# epass_validator

==> epass_validator/cell_classes.png <==
Fill, decap, tap and diode cells in gray.
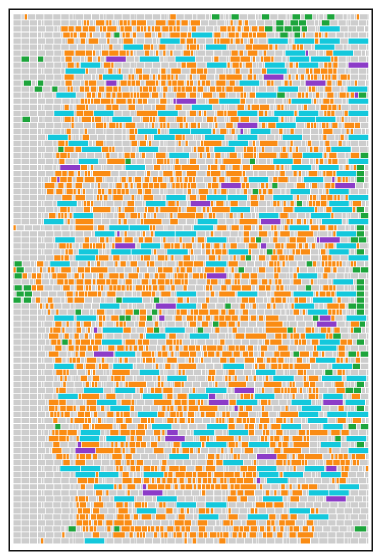

<file path="src/rtl/epass_pkg.sv">
// Shared constants, FSM encoding, table write payload and saturating helper for the E-pass validator.
package epass_pkg;

    localparam int unsigned ID_W   = 8;
    localparam int unsigned BAL_W  = 16;
    localparam int unsigned UNIT_W = 8;

    localparam logic [1:0] EP_PENDING = 2'b00;
    localparam logic [1:0] EP_ACCEPT  = 2'b10;
    localparam logic [1:0] EP_REJECT  = 2'b01;

    typedef logic [2:0] state_t;
    localparam state_t ST_IDLE      = 3'd0;
    localparam state_t ST_TIMING    = 3'd1;
    localparam state_t ST_WAIT_CARD = 3'd2;
    localparam state_t ST_LOOKUP    = 3'd3;
    localparam state_t ST_DECIDE    = 3'd4;
    localparam state_t ST_RESULT    = 3'd5;

    // Merged table write: deduction result and host top-up may land in the same cycle.
    typedef struct packed {
        logic             ded_en;
        logic [ID_W-1:0]  ded_id;
        logic [BAL_W-1:0] ded_bal;
        logic             tu_en;
        logic [ID_W-1:0]  tu_id;
        logic [BAL_W-1:0] tu_amt;
    } tbl_wr_t;

    localparam int unsigned TBL_WR_W = $bits(tbl_wr_t);

    function automatic logic [31:0] sat_add(input logic [31:0] a,
                                            input logic [31:0] b,
                                            input logic [31:0] max_val);
        logic [32:0] sum;
        sum = {1'b0, a} + {1'b0, b};
        return (sum > {1'b0, max_val}) ? max_val : sum[31:0];
    endfunction

endpackage

</file>
<file path="src/rtl/balance_table.sv">
// Per-card balance registers: one async read port and one merged deduct/top-up write port.
module balance_table
    import epass_pkg::*;
#(
    parameter int unsigned NUM_CARDS = 8,
    parameter int unsigned INIT_BAL  = 100
) (
    input  logic                clk,
    input  logic                reset_n,
    input  logic [ID_W-1:0]     rd_id,
    output logic [BAL_W-1:0]    rd_bal,
    input  logic [TBL_WR_W-1:0] wr
);

    localparam logic [BAL_W-1:0] BAL_MAX = '1;

    tbl_wr_t          wr_s;
    logic [BAL_W-1:0] mem     [NUM_CARDS];
    logic [BAL_W-1:0] mem_nxt [NUM_CARDS];

    assign wr_s = tbl_wr_t'(wr);

    always_comb begin
        rd_bal = '0;
        for (int i = 0; i < NUM_CARDS; i++) begin
            if (rd_id == ID_W'(i)) rd_bal = mem[i];
        end
    end

    // Top-up is applied on top of the deducted value when both hit the same entry.
    always_comb begin
        for (int i = 0; i < NUM_CARDS; i++) begin
            mem_nxt[i] = mem[i];
            if (wr_s.ded_en && wr_s.ded_id == ID_W'(i)) mem_nxt[i] = wr_s.ded_bal;
            if (wr_s.tu_en && wr_s.tu_id == ID_W'(i))
                mem_nxt[i] = BAL_W'(sat_add(32'(mem_nxt[i]), 32'(wr_s.tu_amt), 32'(BAL_MAX)));
        end
    end

    always_ff @(posedge clk or negedge reset_n) begin
        if (!reset_n) begin
            for (int i = 0; i < NUM_CARDS; i++) mem[i] <= BAL_W'(INIT_BAL);
        end else begin
            for (int i = 0; i < NUM_CARDS; i++) mem[i] <= mem_nxt[i];
        end
    end

endmodule

</file>
<file path="src/rtl/epass_validator.sv">
// Times a vehicle, accepts one RFID card, charges the fee against the balance table and
// answers the toll controller's cal request with a 2-bit verdict.
module epass_validator
    import epass_pkg::*;
#(
    parameter int unsigned NUM_CARDS = 8,
    parameter int unsigned INIT_BAL  = 100,
    parameter int unsigned BASE_FEE  = 10,
    parameter int unsigned RATE      = 2,
    parameter int unsigned TICK_DIV  = 4,
    parameter int unsigned TIMEOUT   = 64
) (
    input  logic             clk,
    input  logic             reset_n,
    input  logic             count,
    input  logic             cal,
    input  logic [ID_W-1:0]  card_id,
    input  logic             card_valid,
    output logic             card_ready,
    input  logic             topup_valid,
    input  logic [ID_W-1:0]  topup_id,
    input  logic [BAL_W-1:0] topup_amt,
    output logic [1:0]       valid_Epass,
    output logic [BAL_W-1:0] fee,
    output logic [BAL_W-1:0] balance_out,
    output logic             busy
);

    localparam int unsigned      PRE_W   = (TICK_DIV > 1) ? $clog2(TICK_DIV) : 1;
    localparam int unsigned      TMO_W   = $clog2(TIMEOUT + 1);
    localparam logic [BAL_W-1:0] BAL_MAX = '1;

    state_t              state, state_d;
    logic [PRE_W-1:0]    presc, presc_d;
    logic [UNIT_W-1:0]   units, units_d;
    logic [TMO_W-1:0]    tmo, tmo_d;
    logic [ID_W-1:0]     id_q, id_d;
    logic [BAL_W-1:0]    bal_q, bal_d;
    logic [BAL_W-1:0]    fee_q, fee_d;
    logic [BAL_W-1:0]    fee_out_d, bal_out_d, rd_bal;
    logic [1:0]          verdict_d;
    logic                ready_d, busy_d, xfer_c;
    logic [BAL_W-1:0]    fee_calc_c;
    tbl_wr_t             wr;

    assign xfer_c     = card_valid && card_ready;
    assign fee_calc_c = BAL_W'(sat_add(32'(BASE_FEE), 32'(RATE) * 32'(units), 32'(BAL_MAX)));

    always_comb begin
        state_d   = state;
        presc_d   = presc;
        units_d   = units;
        tmo_d     = tmo;
        id_d      = id_q;
        bal_d     = bal_q;
        fee_d     = fee_q;
        fee_out_d = fee;
        bal_out_d = balance_out;
        verdict_d = valid_Epass;
        wr        = '0;

        case (state)
            ST_IDLE: begin
                if (cal) begin
                    state_d = ST_WAIT_CARD;
                    units_d = '0;
                    tmo_d   = '0;
                end else if (count) begin
                    state_d = ST_TIMING;
                    presc_d = '0;
                    units_d = '0;
                end
            end
            ST_TIMING: begin
                if (count) begin
                    if (presc == PRE_W'(TICK_DIV - 1)) begin
                        presc_d = '0;
                        if (units != '1) units_d = units + UNIT_W'(1);
                    end else begin
                        presc_d = presc + PRE_W'(1);
                    end
                end
                if (cal) begin
                    state_d = ST_WAIT_CARD;
                    tmo_d   = '0;
                end
            end
            ST_WAIT_CARD: begin
                if (!cal) begin
                    state_d = ST_IDLE;
                end else if (xfer_c) begin
                    id_d    = card_id;
                    state_d = ST_LOOKUP;
                end else if (tmo == TMO_W'(TIMEOUT - 1)) begin
                    verdict_d = EP_REJECT;
                    fee_out_d = '0;
                    bal_out_d = '0;
                    state_d   = ST_RESULT;
                end else begin
                    tmo_d = tmo + TMO_W'(1);
                end
            end
            ST_LOOKUP: begin
                if (!cal) begin
                    state_d = ST_IDLE;
                end else if (32'(id_q) >= NUM_CARDS) begin
                    verdict_d = EP_REJECT;
                    fee_out_d = fee_calc_c;
                    bal_out_d = '0;
                    state_d   = ST_RESULT;
                end else begin
                    bal_d   = rd_bal;
                    fee_d   = fee_calc_c;
                    state_d = ST_DECIDE;
                end
            end
            ST_DECIDE: begin
                if (!cal) begin
                    state_d = ST_IDLE;
                end else begin
                    fee_out_d = fee_q;
                    state_d   = ST_RESULT;
                    if (bal_q >= fee_q) begin
                        wr.ded_en  = 1'b1;
                        wr.ded_id  = id_q;
                        wr.ded_bal = bal_q - fee_q;
                        verdict_d  = EP_ACCEPT;
                        bal_out_d  = bal_q - fee_q;
                    end else begin
                        verdict_d  = EP_REJECT;
                        bal_out_d  = bal_q;
                    end
                end
            end
            ST_RESULT: begin
                if (!cal) begin
                    state_d   = ST_IDLE;
                    verdict_d = EP_PENDING;
                end
            end
            default: state_d = ST_IDLE;
        endcase

        wr.tu_en  = topup_valid;
        wr.tu_id  = topup_id;
        wr.tu_amt = topup_amt;
        ready_d   = (state_d == ST_WAIT_CARD);
        busy_d    = (state_d != ST_IDLE);
    end

    always_ff @(posedge clk or negedge reset_n) begin
        if (!reset_n) begin
            state       <= ST_IDLE;
            presc       <= '0;
            units       <= '0;
            tmo         <= '0;
            id_q        <= '0;
            bal_q       <= '0;
            fee_q       <= '0;
            card_ready  <= 1'b0;
            valid_Epass <= EP_PENDING;
            fee         <= '0;
            balance_out <= '0;
            busy        <= 1'b0;
        end else begin
            state       <= state_d;
            presc       <= presc_d;
            units       <= units_d;
            tmo         <= tmo_d;
            id_q        <= id_d;
            bal_q       <= bal_d;
            fee_q       <= fee_d;
            card_ready  <= ready_d;
            valid_Epass <= verdict_d;
            fee         <= fee_out_d;
            balance_out <= bal_out_d;
            busy        <= busy_d;
        end
    end

    balance_table #(
        .NUM_CARDS (NUM_CARDS),
        .INIT_BAL  (INIT_BAL)
    ) u_table (
        .clk     (clk),
        .reset_n (reset_n),
        .rd_id   (id_q),
        .rd_bal  (rd_bal),
        .wr      (wr)
    );

endmodule
</file>
<file path="config.mk">
export PLATFORM = sky130hd
export DESIGN_NAME = epass_validator
export DESIGN_NICKNAME = d
export VERILOG_FILES = /design/src/rtl/epass_pkg.sv /design/src/rtl/balance_table.sv /design/src/rtl/epass_validator.sv
export SDC_FILE = /design/constraint.sdc
export NUM_CORES = 1
export LEC_CHECK = 0
export CORE_ASPECT_RATIO = 1.5
export CORE_UTILIZATION = 45
export DETAILED_ROUTE_END_ITERATION = 8
export SETUP_SLACK_MARGIN = 0.1
export SLEW_MARGIN = 20
export SYNTH_ARGS = -nofsm -noshare
export SYNTH_HDL_FRONTEND = slang
export SYNTH_SLANG_ARGS = --single-unit
</file>
<file path="constraint.sdc">
create_clock -name clk -period 8.7 [get_ports clk]
set_input_delay 1.305 -clock clk [delete_from_list [all_inputs] [get_ports clk]]
set_output_delay 1.305 -clock clk [all_outputs]
set_load 0.02 [all_outputs]
</file>
# encoder_16to4_capture

### config.mk
export PLATFORM = sky130hd
export DESIGN_NAME = encoder_16to4_capture
export DESIGN_NICKNAME = d
export VERILOG_FILES = /design/src/rtl/enc16_pkg.sv /design/src/rtl/encoder_16to4_capture_prio.sv /design/src/rtl/encoder_16to4_capture.sv
export SDC_FILE = /design/constraint.sdc
export NUM_CORES = 1
export LEC_CHECK = 0
export CAP_MARGIN = 10
export CELL_PAD_IN_SITES_DETAIL_PLACEMENT = 0
export CELL_PAD_IN_SITES_GLOBAL_PLACEMENT = 1
export CORE_ASPECT_RATIO = 0.7
export CORE_MARGIN = 2
export CORE_UTILIZATION = 42
export CTS_BUF_LIST = sky130_fd_sc_hd__clkbuf_16
export CTS_CLUSTER_SIZE = 28
export DETAILED_ROUTE_END_ITERATION = 12
export GPL_TIMING_DRIVEN = 0
export PLACE_DENSITY = 0.91
export SLEW_MARGIN = 10
export SYNTH_ARGS = -nofsm -noshare
export SYNTH_HDL_FRONTEND = slang
export SYNTH_SLANG_ARGS = --single-unit
### constraint.sdc
create_clock -name clk -period 2.4 [get_ports clk]
set_input_delay 0.24 -clock clk [delete_from_list [all_inputs] [get_ports clk]]
set_output_delay 0.24 -clock clk [all_outputs]
set_load 0.02 [all_outputs]
### src/rtl/enc16_pkg.sv
`default_nettype none
// +----------------------------------------------------------------------+
// | enc16_pkg                                                            |
// | Shared types and constants for the 16-to-4 capture encoder.          |
// | Revision: 1.0                                                        |
// +----------------------------------------------------------------------+
package enc16_pkg;

    localparam int N_LINES = 16;
    localparam int CODE_W  = 4;

    typedef enum logic {ST_IDLE, ST_HOLD} enc_state_t;
    typedef logic [CODE_W-1:0] code_t;

    function automatic logic [N_LINES-1:0] onehot16(input code_t c);
        return (N_LINES)'(1) << c;
    endfunction

endpackage
`default_nettype wire

### src/rtl/encoder_16to4_capture_prio.sv
`default_nettype none
// +----------------------------------------------------------------------+
// | prio_sel16                                                           |
// | Combinational priority pick: first set request at/after base (wraps).|
// | Revision: 1.0                                                        |
// +----------------------------------------------------------------------+
module prio_sel16
    import enc16_pkg::*;
(
    input  logic [N_LINES-1:0] req,
    input  code_t              base,
    input  logic               rr_en,
    output code_t              idx,
    output logic               found
);

    code_t start;
    code_t cand;

    // Walk offsets from far to near so the nearest set line is the last write.
    always_comb begin
        idx   = '0;
        found = 1'b0;
        start = rr_en ? base : '0;
        cand  = '0;
        for (int i = N_LINES - 1; i >= 0; i--) begin
            cand = start + code_t'(i);
            if (req[cand]) begin
                idx   = cand;
                found = 1'b1;
            end
        end
    end

endmodule
`default_nettype wire

### src/rtl/encoder_16to4_capture.sv
`default_nettype none
// +----------------------------------------------------------------------+
// | encoder_16to4_capture                                                |
// | Captures request events, encodes one pending line per handshake.    |
// | Revision: 1.0                                                        |
// +----------------------------------------------------------------------+
module encoder_16to4_capture
    import enc16_pkg::*;
#(
    parameter bit EDGE_MODE = 1'b1,
    parameter bit RR_EN     = 1'b0
) (
    input  logic               clk,
    input  logic               rst,
    input  logic               en,
    input  logic [N_LINES-1:0] Y,
    input  logic               ready,
    output logic               A,
    output logic               B,
    output logic               C,
    output logic               D,
    output logic               valid,
    output logic               any,
    output logic               dropped
);

    enc_state_t         state_q, state_d;
    code_t              code_q, code_d;
    code_t              rr_ptr_q, rr_ptr_d;
    logic               valid_q, valid_d;
    logic               any_q, dropped_q;
    logic [N_LINES-1:0] prev_y_q;
    logic [N_LINES-1:0] pending_q, pending_d;
    logic [N_LINES-1:0] ev, clr;
    logic               accept;
    logic               dropped_d;
    code_t              sel_idx;
    logic               sel_found;

    prio_sel16 u_prio (
        .req   (pending_q),
        .base  (rr_ptr_q),
        .rr_en (RR_EN),
        .idx   (sel_idx),
        .found (sel_found)
    );

    always_comb begin
        ev        = en ? (EDGE_MODE ? (Y & ~prev_y_q) : Y) : '0;
        clr       = accept ? onehot16(code_q) : '0;
        pending_d = (pending_q & ~clr) | ev;
        dropped_d = |(ev & pending_q & ~clr);
    end

    always_comb begin
        state_d  = state_q;
        code_d   = code_q;
        valid_d  = valid_q;
        rr_ptr_d = rr_ptr_q;
        accept   = 1'b0;
        case (state_q)
            ST_IDLE: begin
                valid_d = 1'b0;
                if (sel_found) begin
                    code_d  = sel_idx;
                    valid_d = 1'b1;
                    state_d = ST_HOLD;
                end
            end
            ST_HOLD: begin
                if (ready) begin
                    accept   = 1'b1;
                    valid_d  = 1'b0;
                    rr_ptr_d = code_q + code_t'(1);
                    state_d  = ST_IDLE;
                end
            end
            default: state_d = ST_IDLE;
        endcase
    end

    // prev_y keeps tracking Y through reset so a line held high across
    // reset release is not mistaken for a fresh rising edge.
    always_ff @(posedge clk) begin
        prev_y_q <= Y;
    end

    always_ff @(posedge clk) begin
        if (rst) begin
            state_q   <= ST_IDLE;
            code_q    <= '0;
            rr_ptr_q  <= '0;
            valid_q   <= 1'b0;
            any_q     <= 1'b0;
            dropped_q <= 1'b0;
            pending_q <= '0;
        end else begin
            state_q   <= state_d;
            code_q    <= code_d;
            rr_ptr_q  <= rr_ptr_d;
            valid_q   <= valid_d;
            any_q     <= |pending_d;
            dropped_q <= dropped_d;
            pending_q <= pending_d;
        end
    end

    assign {A, B, C, D} = code_q;
    assign valid        = valid_q;
    assign any          = any_q;
    assign dropped      = dropped_q;

endmodule
`default_nettype wire
# mem_port_arbiter

--- config.mk ---
export PLATFORM = sky130hd
export DESIGN_NAME = mem_port_arbiter
export DESIGN_NICKNAME = d
export VERILOG_FILES = /design/src/rtl/mem_arb_pkg.sv /design/src/rtl/mem_op_decode.sv /design/src/rtl/mem_port_arbiter.sv
export SDC_FILE = /design/constraint.sdc
export NUM_CORES = 1
export LEC_CHECK = 0
export CAP_MARGIN = 0
export CELL_PAD_IN_SITES_DETAIL_PLACEMENT = 1
export CELL_PAD_IN_SITES_GLOBAL_PLACEMENT = 2
export CORE_ASPECT_RATIO = 0.9
export CORE_MARGIN = 1.5
export CORE_UTILIZATION = 27
export CTS_CLUSTER_DIAMETER = 120
export DETAILED_ROUTE_END_ITERATION = 7
export GPL_ROUTABILITY_DRIVEN = 0
export PLACE_DENSITY = 0.9
export SLEW_MARGIN = 20
export SYNTH_ARGS = -nofsm -noshare
export SYNTH_HDL_FRONTEND = slang
export SYNTH_HIERARCHICAL = 1
export SYNTH_SLANG_ARGS = --single-unit
--- constraint.sdc ---
create_clock -name clk -period 12.3 [get_ports clk]
set_clock_uncertainty 0.2 [all_clocks]
set_input_delay 1.845 -clock clk [delete_from_list [all_inputs] [get_ports clk]]
set_output_delay 1.845 -clock clk [all_outputs]
set_load 0.05 [all_outputs]
--- src/rtl/mem_arb_pkg.sv ---
// Shared types and constants for the RAM port arbiter: opcode encodings,
// FSM state and grant enums, and the round-robin grant helper.
package mem_arb_pkg;

  // MEM-stage opcodes that need the RAM port
  localparam logic [4:0] OP_LOAD  = 5'd10;
  localparam logic [4:0] OP_STORE = 5'd6;

  // Wait counter width; large enough for RAM_LAT up to 15
  localparam int CNT_W = 4;

  typedef enum logic [1:0] {
    IDLE  = 2'd0,
    ISSUE = 2'd1,
    WAIT  = 2'd2,
    DONE  = 2'd3
  } arb_state_t;

  typedef enum logic {
    GRANT_IF  = 1'b0,
    GRANT_MEM = 1'b1
  } grant_t;

  // Round-robin pick: a lone requester wins; on a tie the requester that
  // was not served last wins.
  function automatic grant_t pick_grant(input logic   mem_req,
                                        input logic   if_req,
                                        input grant_t last_grant);
    grant_t g;
    g = GRANT_IF;
    if (mem_req && if_req) begin
      g = (last_grant == GRANT_IF) ? GRANT_MEM : GRANT_IF;
    end else if (mem_req) begin
      g = GRANT_MEM;
    end
    return g;
  endfunction

endpackage

--- src/rtl/mem_op_decode.sv ---
// Combinational decode of the MEM-stage opcode into a RAM request and a
// store flag. Any opcode other than load/store is a no-access.
module mem_op_decode
  import mem_arb_pkg::*;
(
  input  logic [4:0] mem_opcode,
  output logic       mem_req,
  output logic       is_store
);

  // Decode load/store; everything else requests nothing
  always_comb begin
    is_store = (mem_opcode == OP_STORE);
    mem_req  = (mem_opcode == OP_LOAD) || (mem_opcode == OP_STORE);
  end

endmodule

--- src/rtl/mem_port_arbiter.sv ---
// Arbitrates the single shared RAM port between instruction fetch and the
// MEM stage. One access at a time runs IDLE -> ISSUE -> (WAIT) -> DONE;
// loads and fetches wait RAM_LAT cycles for read data, stores complete
// straight after issue. Stalls are combinational so a requester is held
// until the cycle its done/valid pulse appears.
module mem_port_arbiter
  import mem_arb_pkg::*;
#(
  parameter int ADDR_W  = 32,
  parameter int DATA_W  = 32,
  parameter int RAM_LAT = 2
) (
  input  logic              clk,
  input  logic              rst,
  input  logic [4:0]        mem_opcode,
  input  logic [ADDR_W-1:0] mem_addr,
  input  logic [DATA_W-1:0] mem_wdata,
  input  logic              if_req,
  input  logic [ADDR_W-1:0] if_addr,
  output logic              ram_en,
  output logic              ram_we,
  output logic [ADDR_W-1:0] ram_addr,
  output logic [DATA_W-1:0] ram_wdata,
  input  logic [DATA_W-1:0] ram_rdata,
  output logic [DATA_W-1:0] mem_rdata,
  output logic              mem_done,
  output logic [DATA_W-1:0] if_rdata,
  output logic              if_valid,
  output logic              stall_mem,
  output logic              stall_if
);

  logic mem_req;
  logic dec_is_store;
  grant_t win;

  arb_state_t        state_q, state_d;
  grant_t            grant_q, grant_d;
  grant_t            last_grant_q, last_grant_d;
  logic [ADDR_W-1:0] addr_q, addr_d;
  logic [DATA_W-1:0] wdata_q, wdata_d;
  logic              is_store_q, is_store_d;
  logic [CNT_W-1:0]  cnt_q, cnt_d;
  logic [DATA_W-1:0] mem_rdata_q, mem_rdata_d;
  logic [DATA_W-1:0] if_rdata_q, if_rdata_d;

  mem_op_decode u_decode (
    .mem_opcode (mem_opcode),
    .mem_req    (mem_req),
    .is_store   (dec_is_store)
  );

  assign win = pick_grant(mem_req, if_req, last_grant_q);

  // State, latched request and read-data registers; reset aborts any access
  always_ff @(posedge clk or posedge rst) begin
    if (rst) begin
      state_q      <= IDLE;
      grant_q      <= GRANT_IF;
      last_grant_q <= GRANT_IF;
      addr_q       <= '0;
      wdata_q      <= '0;
      is_store_q   <= 1'b0;
      cnt_q        <= '0;
      mem_rdata_q  <= '0;
      if_rdata_q   <= '0;
    end else begin
      state_q      <= state_d;
      grant_q      <= grant_d;
      last_grant_q <= last_grant_d;
      addr_q       <= addr_d;
      wdata_q      <= wdata_d;
      is_store_q   <= is_store_d;
      cnt_q        <= cnt_d;
      mem_rdata_q  <= mem_rdata_d;
      if_rdata_q   <= if_rdata_d;
    end
  end

  // Next-state logic and RAM strobes/pulses for the access sequencer
  always_comb begin
    state_d      = state_q;
    grant_d      = grant_q;
    last_grant_d = last_grant_q;
    addr_d       = addr_q;
    wdata_d      = wdata_q;
    is_store_d   = is_store_q;
    cnt_d        = cnt_q;
    mem_rdata_d  = mem_rdata_q;
    if_rdata_d   = if_rdata_q;
    ram_en       = 1'b0;
    ram_we       = 1'b0;
    mem_done     = 1'b0;
    if_valid     = 1'b0;

    case (state_q)
      IDLE: begin
        if (mem_req || if_req) begin
          grant_d = win;
          if (win == GRANT_MEM) begin
            addr_d     = mem_addr;
            wdata_d    = mem_wdata;
            is_store_d = dec_is_store;
          end else begin
            addr_d     = if_addr;
            wdata_d    = '0;
            is_store_d = 1'b0;
          end
          state_d = ISSUE;
        end
      end

      ISSUE: begin
        ram_en = 1'b1;
        ram_we = is_store_q;
        if (is_store_q) begin
          state_d = DONE;
        end else begin
          cnt_d   = CNT_W'(RAM_LAT);
          state_d = WAIT;
        end
      end

      WAIT: begin
        cnt_d = cnt_q - 1'b1;
        // Read data is valid in the last counted cycle
        if (cnt_q == CNT_W'(1)) begin
          if (grant_q == GRANT_MEM) begin
            mem_rdata_d = ram_rdata;
          end else begin
            if_rdata_d = ram_rdata;
          end
          state_d = DONE;
        end
      end

      DONE: begin
        mem_done     = (grant_q == GRANT_MEM);
        if_valid     = (grant_q == GRANT_IF);
        last_grant_d = grant_q;
        state_d      = IDLE;
      end

      default: begin
        state_d = IDLE;
      end
    endcase
  end

  assign ram_addr  = addr_q;
  assign ram_wdata = wdata_q;
  assign mem_rdata = mem_rdata_q;
  assign if_rdata  = if_rdata_q;

  // A requester stays held until the cycle its completion pulse shows
  assign stall_mem = mem_req & ~mem_done;
  assign stall_if  = if_req & ~if_valid;

endmodule

# io_channel_unit

**config.mk**
```make
export PLATFORM = sky130hd
export DESIGN_NAME = io_channel_unit
export DESIGN_NICKNAME = d
export VERILOG_FILES = /design/src/rtl/io_channel_unit.sv
export SDC_FILE = /design/constraint.sdc
export NUM_CORES = 1
export LEC_CHECK = 0
export ABC_AREA = 1
export CAP_MARGIN = 25
export CORE_MARGIN = 2
export CORE_UTILIZATION = 49
export CTS_CLUSTER_DIAMETER = 200
export CTS_CLUSTER_SIZE = 16
export DETAILED_ROUTE_END_ITERATION = 6
export PLACE_DENSITY = 0.92
export SYNTH_ARGS = -nofsm -noshare
export SYNTH_HDL_FRONTEND = slang
export SYNTH_SLANG_ARGS = --single-unit
```
**constraint.sdc**
```tcl
create_clock -name clk -period 11.1 [get_ports clk]
set_clock_uncertainty 0.2 [all_clocks]
set_input_delay 1.11 -clock clk [delete_from_list [all_inputs] [get_ports clk]]
set_output_delay 1.11 -clock clk [all_outputs]
set_load 0.02 [all_outputs]
```
**src/rtl/io_channel_unit.sv**
```systemverilog
// io_channel_unit: CPU input/output unit between the control unit and the board I/O.
// Input instructions stall the CPU until the confirm button is pressed and released, then
// return the switch bank on du. Output instructions latch dm into one of CH display channels.
// The button is synchronised and debounced internally.
// Optional feature: define IO_OUT_AWAIT_EN to make output instructions also wait for the
// user to confirm (press + release) before retiring.

module io_channel_unit #(
    parameter int unsigned DATA_W     = 32,
    parameter int unsigned IN_W       = 14,
    parameter int unsigned CH         = 4,
    parameter int unsigned DEB_CYCLES = 16,
    parameter int unsigned SEL_W      = (CH > 1) ? $clog2(CH) : 1
) (
    input  logic                 clk,
    input  logic                 HardReset,
    input  logic                 inop,
    input  logic                 outop,
    input  logic [SEL_W-1:0]     ch_sel,
    input  logic [IN_W-1:0]      in,
    input  logic                 bt,
    input  logic [DATA_W-1:0]    dm,
    output logic [DATA_W-1:0]    du,
    output logic                 await,
    output logic [CH*DATA_W-1:0] out_data,
    output logic [CH-1:0]        out_valid
);

    localparam int unsigned    CNT_W  = $clog2(DEB_CYCLES);
    localparam logic [CNT_W-1:0] CntMax = CNT_W'(DEB_CYCLES - 1);

    typedef enum logic [1:0] {
        StIdle,
        StWaitPress,
        StWaitRelease,
        StDone
    } state_e;

    // ------------------------------------------------------------------
    // Button synchroniser and debouncer
    // ------------------------------------------------------------------
    logic             bt_meta_q;
    logic             bt_s_q;
    logic             bt_db_q, bt_db_d;
    logic [CNT_W-1:0] cnt_q, cnt_d;
    logic             bt_differ;
    logic             bt_flip;
    logic             press_pulse;
    logic             release_pulse;

    // Two-flop synchroniser for the asynchronous push-button.
    always_ff @(posedge clk or posedge HardReset) begin
        if (HardReset) begin
            bt_meta_q <= 1'b0;
            bt_s_q    <= 1'b0;
        end else begin
            bt_meta_q <= bt;
            bt_s_q    <= bt_meta_q;
        end
    end

    assign bt_differ = (bt_s_q != bt_db_q);
    // Flip on the DEB_CYCLES-th consecutive cycle of disagreement.
    assign bt_flip   = bt_differ && (cnt_q == CntMax);

    // Edge pulses fire in the cycle whose closing edge toggles bt_db.
    assign press_pulse   = bt_flip && !bt_db_q;
    assign release_pulse = bt_flip &&  bt_db_q;

    // Debounce counter next state: clear on agreement, count while disagreeing.
    always_comb begin
        bt_db_d = bt_db_q;
        cnt_d   = cnt_q;
        if (!bt_differ) begin
            cnt_d = '0;
        end else if (bt_flip) begin
            cnt_d   = '0;
            bt_db_d = ~bt_db_q;
        end else begin
            cnt_d = cnt_q + 1'b1;
        end
    end

    // Debounced level and counter registers.
    always_ff @(posedge clk or posedge HardReset) begin
        if (HardReset) begin
            bt_db_q <= 1'b0;
            cnt_q   <= '0;
        end else begin
            bt_db_q <= bt_db_d;
            cnt_q   <= cnt_d;
        end
    end

    // ------------------------------------------------------------------
    // Handshake FSM
    // ------------------------------------------------------------------
    state_e state_q, state_d;
    logic   ch_ok;
    logic   wr_en;
    logic   cap_en;

    // Out-of-range selects only exist when CH is not a power of two.
    assign ch_ok = (32'(ch_sel) < CH);

`ifdef IO_OUT_AWAIT_EN
    // Marks a wait sequence started by outop so du is left untouched.
    logic out_flag_q, out_flag_d;
`endif

    // Next-state logic; inop has priority over outop in IDLE.
    always_comb begin
        state_d = state_q;
        wr_en   = 1'b0;
        cap_en  = 1'b0;
`ifdef IO_OUT_AWAIT_EN
        out_flag_d = out_flag_q;
`endif
        case (state_q)
            StIdle: begin
                if (inop) begin
                    state_d = StWaitPress;
`ifdef IO_OUT_AWAIT_EN
                    out_flag_d = 1'b0;
`endif
                end else if (outop) begin
                    wr_en = ch_ok;
`ifdef IO_OUT_AWAIT_EN
                    state_d    = StWaitPress;
                    out_flag_d = 1'b1;
`endif
                end
            end
            StWaitPress: begin
                if (press_pulse) begin
`ifdef IO_OUT_AWAIT_EN
                    cap_en = !out_flag_q;
`else
                    cap_en = 1'b1;
`endif
                    state_d = StWaitRelease;
                end
            end
            StWaitRelease: begin
                if (release_pulse) begin
                    state_d = StDone;
                end
            end
            StDone: begin
                state_d = StIdle;
            end
            default: begin
                state_d = StIdle;
            end
        endcase
    end

    // FSM state register.
    always_ff @(posedge clk or posedge HardReset) begin
        if (HardReset) begin
            state_q <= StIdle;
        end else begin
            state_q <= state_d;
        end
    end

`ifdef IO_OUT_AWAIT_EN
    // Output-path flag register.
    always_ff @(posedge clk or posedge HardReset) begin
        if (HardReset) begin
            out_flag_q <= 1'b0;
        end else begin
            out_flag_q <= out_flag_d;
        end
    end
`endif

    // Stall request; low in DONE so the CPU retires on that edge.
    always_comb begin
        await = ((state_q == StIdle) && inop) ||
                (state_q == StWaitPress)      ||
                (state_q == StWaitRelease);
`ifdef IO_OUT_AWAIT_EN
        await = await || ((state_q == StIdle) && outop);
`endif
    end

    // ------------------------------------------------------------------
    // Datapath registers
    // ------------------------------------------------------------------
    logic [DATA_W-1:0]           du_q;
    logic [CH-1:0][DATA_W-1:0]   out_data_q;
    logic [CH-1:0]               out_valid_q;

    // Captured user data; holds until the next capture.
    always_ff @(posedge clk or posedge HardReset) begin
        if (HardReset) begin
            du_q <= '0;
        end else if (cap_en) begin
            du_q <= DATA_W'(in);
        end
    end

    // Channel registers and their written-since-reset flags.
    always_ff @(posedge clk or posedge HardReset) begin
        if (HardReset) begin
            out_data_q  <= '0;
            out_valid_q <= '0;
        end else if (wr_en) begin
            out_data_q[ch_sel]  <= dm;
            out_valid_q[ch_sel] <= 1'b1;
        end
    end

    assign du        = du_q;
    assign out_data  = out_data_q;
    assign out_valid = out_valid_q;

endmodule

```
==> epass_validator/pins.png <==
Pins as bars across the die edge, other pins in gray.
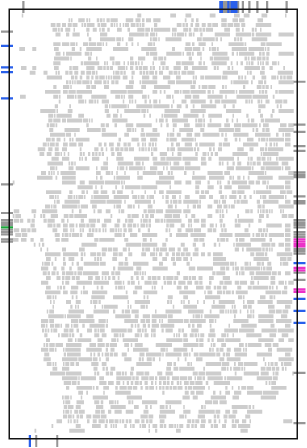
legend:
  topup_valid:
    color: green
    pins: 1
    direction: input
    edge: west
  card_id:
    color: magenta
    pins: 8
    direction: input
    edge: east
  topup_amt:
    color: blue
    pins: 16
    direction: input
    edge: 7 north, 4 east, 4 west, 1 south
Die H: 243.8 µm
Die Span X: 163.2 µm
Port Buf Inserts: 66

About epass_validator/cell_classes.png:
legend:
  flip-flops:
    color: cyan
    cells: 210
    share_of_their_area: 28%
  clock drivers and dummy loads:
    color: purple
    cells: 45
    share_of_their_area: 4.0%
  all other logic:
    color: orange
    cells: 1709
    share_of_their_area: 63%
  other buffers and delay cells:
    color: green
    cells: 104
    share_of_their_area: 5.0%

==> impl_metrics.toml, epass_validator <==
# generated from flow reports
[clock_tree]
post_cts_buffers = 0
tritoncts = "built"

[sta]
setup_slack_ns = 2.150
slew_headroom = 0.3198
finalCritPeriodShare = 0.7528

[layout]
regArea_um2 = 5286
lay_top_count = "nand2_1"
logic_area_um2 = 11640
seq-cell-share = 0.2707

[route]
drt_iter0_drc = 1221
wl_met3_um = 2200

[place]
place_area_um2 = 18740

[worst_setup_path]
required_ns = 9.08
end_kind = "flop"

[synth]
topCellsByArea = "dfrtp_1, ha_1, nand2_1"
syn-instance-count = 2000
yosysSeqAreaShare = 0.3012
ys_chip_area_um2 = 17550

[pwr]
p_comb_w = 0.00294
switchingPower_w = 0.002530
seqPwrFrac = 0.245
p_comb_frac = 0.561

[floorplan]
rows = 88

[global_routing]
met2_usage = 0.5219
gr-total-overflow = 0

[run_status]
status = "complete, no violations"
## epass_validator: registers in the layout, summed over array words and instances (netlist names)
signal / count
id_q: 8
u_table.mem: 128
units: 8
busy: 1
card_ready: 1
presc: 2
state: 3
balance_out: 16
bal_q: 16
tmo: 7
valid_Epass: 2
fee_q: 9
fee: 9
## epass_validator: cell families after synthesis
group / count (synthesis) / synth area share
compound gates: 565 / 0.2288
xor+xnor: 125 / 0.06239
fa+ha+maj: 149 / 0.1101
buf+inv: 159 / 0.04093
flops: 210 / 0.3012
mux: 84 / 0.07145
other cells: 1 / 0.0002137
simple gates: 707 / 0.1850
## epass_validator: worst paths after layout
check | cells after the start | to | slack (ns) | from
max in group asynchronous | 2 | units[7] | 6.40 | reset_n
min in group asynchronous | 1 | tmo[2] | 0.77 | reset_n
setup / recovery | 16 | u_table.mem[46] | 2.15 | cal
setup reg to reg | 17 | u_table.mem[46] | 2.48 | fee_q[9]
hold reg to reg | 2 | balance_out[0] | 0.48 | balance_out[0]
hold / removal | 2 | balance_out[0] | 0.48 | balance_out[0]
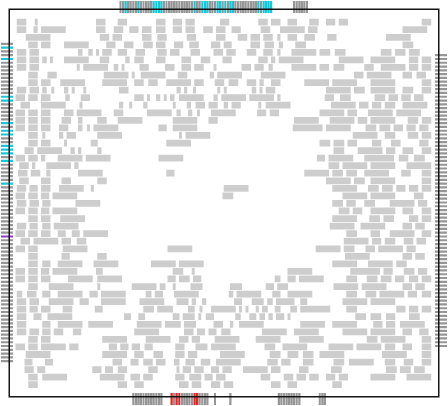
(mem_port_arbiter/pins.png)
Pins as bars across the die edge, other pins in gray.
legend:
  stall_if:
    color: purple
    pins: 1
    direction: output
    edge: west
  mem_opcode:
    color: red
    pins: 5
    direction: input
    edge: south
  ram_addr:
    color: cyan
    pins: 32
    direction: output
    edge: 20 north, 12 west
all pins by edge: 85 west, 78 east, 66 north, 41 south

==> impl_metrics.toml, mem_port_arbiter <==
# generated from flow reports
[run_status]
status = "complete, no violations"

[synth]
yosysTopAreaCellShare = 0.6177
yosys_cells = 405
topCellsByArea = "dfrtp_1, mux2_2, mux2i_1"
syn-instance-count = 405

[route]
first_pass_iters = 4

[clock_tree]
cts_inserted_buffers = 17
cts_buffer_depth = 2
hold_buffers = 0

[layout]
layout-drive-gt1-share = 0.1562
lay_top_count = "clkdlybuf4s50_1"

[place]
dp_hpwl_um = 11700

[worst_setup_path]
reg2regPathDepth = 6

[job]
max-cap-violations = 0

[sta]
finalCritPeriodShare = 0.4923
slew_viol_final = 0
hold_violations = 0

[floorplan]
die_height_um = 139.0

[global_routing]
gr-max-usage-layer = "met2"
grt_max_degree = 87
use_met3 = 0.05781
gr-total-overflow = 0

[pwr]
finalPower_w = 0.002570
switchingPower_w = 0.001142
cellLeakagePower_nw = 4.062
vdd_drop_max_v = 0.0001138
[mem_port_arbiter: worst max-delay path by stage]
stage	slack (ns)	cells past startpoint	start	end
after floorplan	6.59	1	rst	cnt_q[0]
after global placement	6.27	5	mem_opcode[1]	stall_mem
after detailed placement	6.25	5	mem_opcode[1]	stall_mem
after CTS	6.25	5	mem_opcode[1]	stall_mem
after global routing	6.19	5	mem_opcode[1]	stall_mem
final	6.24	5	mem_opcode[1]	stall_mem
[mem_port_arbiter: cells by family (layout without fill, tap and decap cells)]
| kind of cell | after synthesis | count (layout) | synth area share |
|---|---|---|---|
| mux | 98 | 98 | 0.1916 |
| fa+ha+maj | 7 | 7 | 0.01578 |
| buf+inv | 31 | 311 | 0.02728 |
| flops | 137 | 137 | 0.6177 |
| xor+xnor | 1 | 1 | 0.001578 |
| compound gates | 77 | 77 | 0.09671 |
| simple gates | 54 | 54 | 0.04937 |
[mem_port_arbiter: final cells by class]
class                           count  share of cell area
Clock buffer                       18             0.04704
Timing Repair Buffer              273              0.2989
Sequential cell                   137              0.3758
Inverter                            7            0.003429
Multi-Input combinational cell    237              0.2188
Tap cell                          255             0.03497
Clock inverter                     13             0.02112
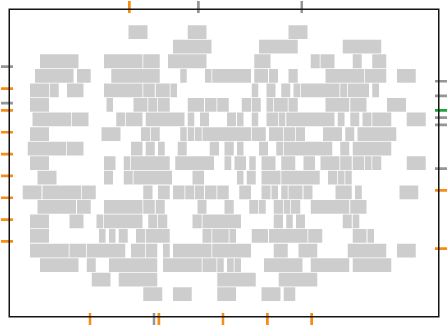
(encoder_16to4_capture/pins.png)
Pins as bars across the die edge, other pins in gray.
legend:
  ready:
    color: green
    pins: 1
    direction: input
    edge: east
  Y:
    color: orange
    pins: 16
    direction: input
    edge: 8 west, 5 south, 2 east, 1 north
Die Span X: 79.97 µm
Die H: 57.18 µm
Port Buf Inserts: 24

==> encoder_16to4_capture/cell_classes.png <==
Fill, decap, tap and diode cells in gray.
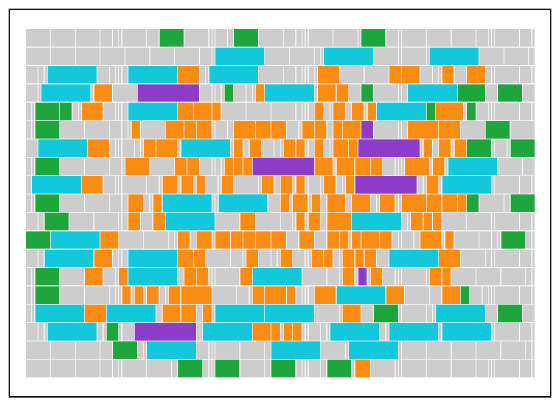
legend:
  other buffers and delay cells:
    color: green
    cells: 33
    share_of_their_area: 14%
  flip-flops:
    color: cyan
    cells: 40
    share_of_their_area: 39%
  clock drivers and dummy loads:
    color: purple
    cells: 7
    share_of_their_area: 6.5%
  all other logic:
    color: orange
    cells: 146
    share_of_their_area: 41%
flop share of the area: 0.3749
Final Core Density: 0.5478

==> impl_metrics.toml, encoder_16to4_capture <==
# generated from flow reports
[run_status]
status = "complete, no violations"

[worst_setup_path]
end_kind = "flop"
worstSetupStartpointType = "input port"
path_class = "input port to flop"

[synth]
edf_count = 0
common_cells = "dfxtp_1, a21oi_1, nor2_1, nand2_1, nand3b_1"
aoi_share = 0.1873

[sta]
worst_slew_pin_slew_ns = 0.5055
setup_slack_ns = 0.4072
layout_min_cycle_time_ns = 1.993

[job]
openroad.warnings = 26

[clock_tree]
cts_inserted_buffers = 5
clkSinkCount = 40

[layout]
lay_top_cells = "dfxtp_1, a21oi_1, clkdlybuf4s50_1"
lay_top_count = "dfxtp_1"
[encoder_16to4_capture: report_power, final]
part	internal, W	total (W)	switching (W)	leakage, nW
clock network	0.000373	0.000611	0.000238	0.0709
logic	0.000142	0.000321	0.000179	0.407
registers	0.000715	0.000751	0.0000356	0.333
total	0.00123	0.00168	0.000453	0.810
[encoder_16to4_capture: cells by family after synthesis]
kind of cell / count (synthesis)
compound gates: 53
buf+inv: 15
simple gates: 87
flops: 40
[encoder_16to4_capture: area by class of cell]
class | count | area, µm²
multi-input combinational | 140 | 827.0
buffer | 9 | 46.29
sequential | 40 | 800.8
tap | 52 | 65.06
fill | 386 | 1763
clock inverter | 2 | 8.758
clock buffer | 5 | 125.1
timing repair buffer | 24 | 240.2
inverter | 6 | 22.52
[encoder_16to4_capture: sequential cells by signal, indices dropped and copies added (netlist names)]
register,cells
any,1
code_q,4
dropped,1
pending_q,16
prev_y_q,16
state_q,1
valid,1
[encoder_16to4_capture: layer usage]
layer / vias to the layer above / GRT usage / routed length [µm]
met1: 732 / 0.2927 / 1995
met4: 0 / 0.07264 / 60
li1: 776 / - / -
met3: 9 / 0.05538 / 401
met2: 68 / 0.2940 / 1815
met5: - / 0 / 0
==> io_channel_unit/metal_stack.png <==
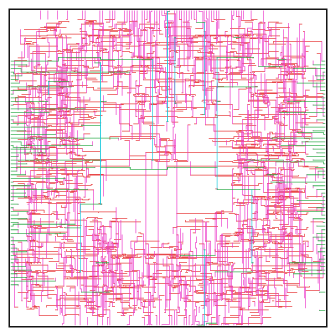
legend:
  met4:
    color: cyan
    wire_length: 323 µm
  met1:
    color: red
    wire_length: 6160 µm
  met2:
    color: magenta
    wire_length: 7390 µm
  met3:
    color: green
    wire_length: 1170 µm

==> impl_metrics.toml, io_channel_unit <==
# generated from flow reports
[run_status]
status = "complete, no violations"

[synth]
logic_family = "AND-OR/OR-AND gates"
topCellsByArea = "dfrtp_1, nand2_1, o21ai_2"
yosysTopAreaCellShare = 0.6174
common_cells = "nand2_1, dfrtp_1, inv_1, o21ai_1, o21ai_2"
muxShareOfSynthArea = 0

[worst_setup_path]
cpMostUsedCell = "clkdlybuf4s50_1"
r2r_start = "state_q[1]"

[hold_path]
min_path_cells = 0

[route]
first_pass_iters = 4

[layout]
fin_area_um2 = 8822
final_nets = 844
layout-drive-gt1-share = 0.1168

[clock_tree]
cts_inserted_buffers = 17
clock_latency_ns = 0.41
clkSinkCount = 155

[pwr]
swShare = 0.3436
finalPower_w = 0.002556
==> io_channel_unit: power by group through the flow <==
stage                     sequential [W]  clock (W)  combinational (W)
final                           0.000898   0.000640            0.00102
after CTS                       0.000898   0.000649            0.00103
after global placement          0.000891          0           0.000990
after global routing            0.000923   0.000678            0.00110
after floorplan                  0.00114          0           0.000264
after detailed placement        0.000900          0            0.00102
==> io_channel_unit: critical path, delay by kind of cell <==
| family | cells | cell delay [ns] |
|---|---|---|
| buffers and inverters | 2 | 1.08 |
| AOI/OAI and AO/OA | 1 | 0.07 |
| and+or+nand+nor | 1 | 0.05 |
==> io_channel_unit: state kept, by name (all words and copies together), names as in the netlist <==
register / flops
bt_db_q: 1
state_q: 2
bt_s_q: 1
out_valid: 4
du: 14
cnt_q: 4
bt_meta_q: 1
out_data: 128
==> io_channel_unit: area by class of cell <==
cell class	instances	area, µm²
clock buffer	21	450.4
clock inverter	8	192.7
fill	890	3746
inverter	63	241.5
multi-input combinational	344	1787
sequential	155	3879
tap	172	215.2
timing repair buffer	205	2057
==> io_channel_unit: per-layer routing <==
layer,global-route usage,share of wire
met1,0.2779,0.41
met2,0.3728,0.49
met3,0.07827,0.078
met4,0.09098,0.021
met5,0,0

==> layout pictures side by side <==
Clock network drawn from the DEF.
panel A
Bar = 20 µm.
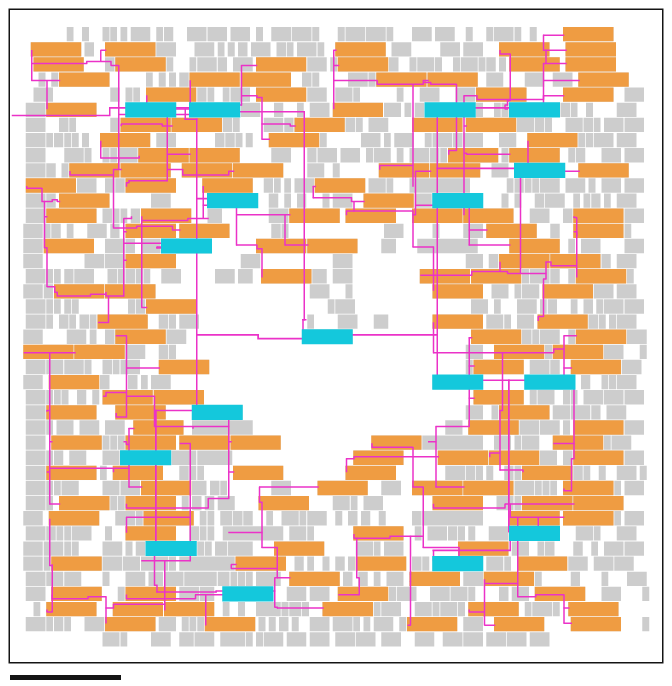
panel B
Bar = 20 µm.
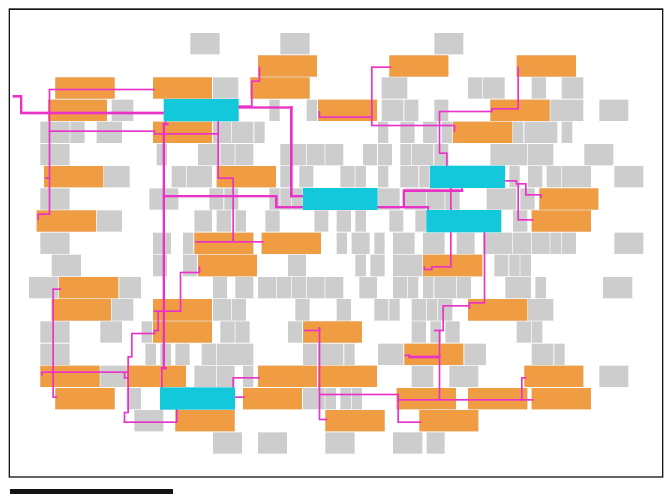
panel C
Bar = 50 µm.
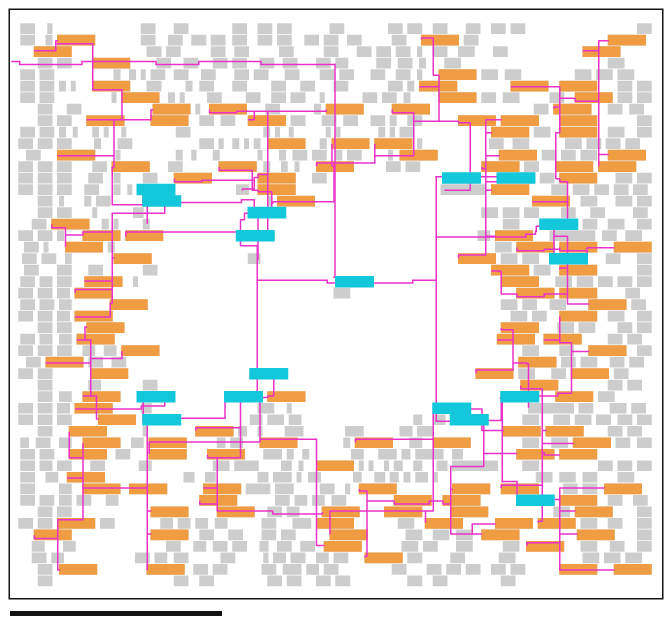
panel D
Bar = 50 µm.
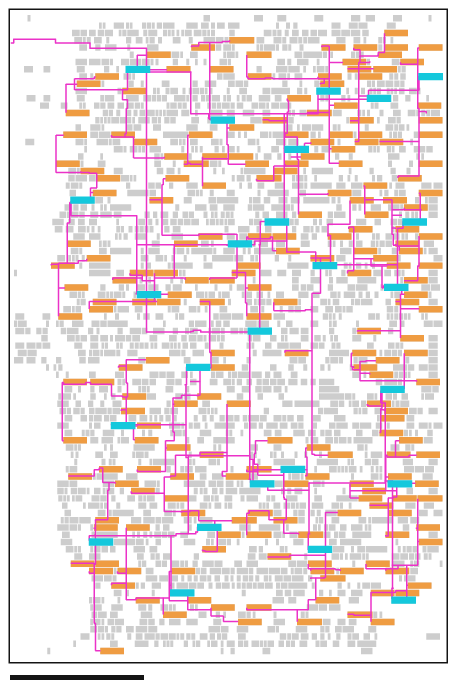
| from | picture |
|---|---|
| epass_validator | panel D |
| encoder_16to4_capture | panel B |
| io_channel_unit | panel A |
| mem_port_arbiter | panel C |
The one with the most sequential cells is panel D.
The one with the largest die is panel D.



==> screenshots <==
Metal layers overlaid.
Plate I
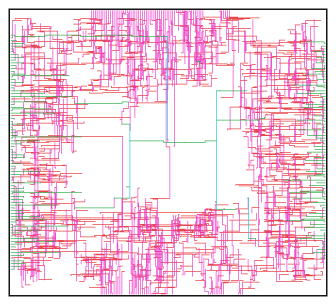
Plate II
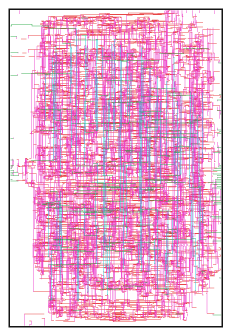
Plate III
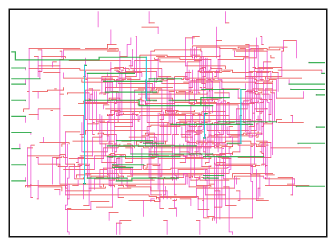
Plate III: encoder_16to4_capture
Plate I: mem_port_arbiter
Plate II: epass_validator

Key to Plate III:
legend:
  met2:
    color: magenta
    wire_length: 1820 µm
  met3:
    color: green
    wire_length: 402 µm
  met4:
    color: cyan
    wire_length: 60.5 µm
  met1:
    color: red
    wire_length: 2000 µm


==> gallery <==
Placement view.
(a)
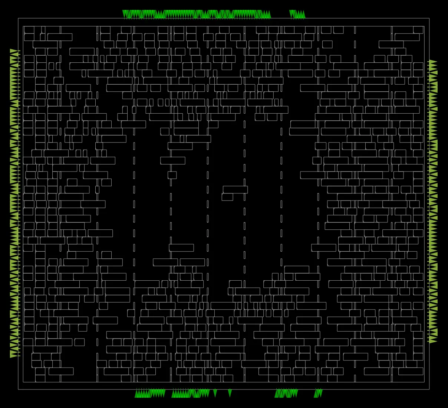
(b)
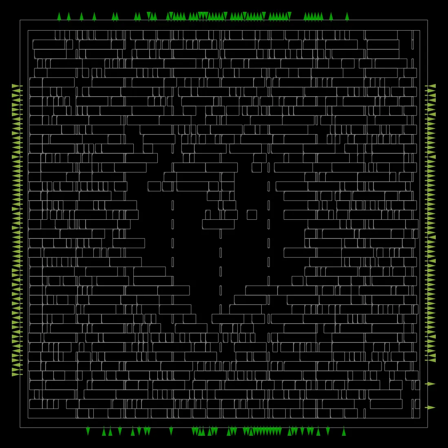
(c)
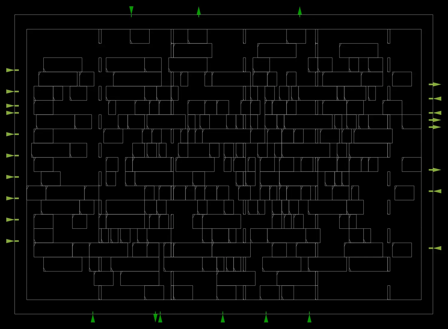
(d)
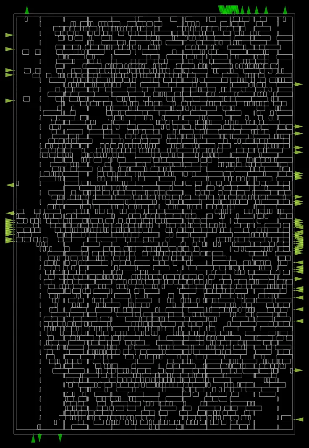
(b) is io_channel_unit.
(d) is epass_validator.
(a) is mem_port_arbiter.
(c) is encoder_16to4_capture.
- most cells: (d)
- fewest sequential cells: (c)

Power is estimated from default activity; no workload was simulated.
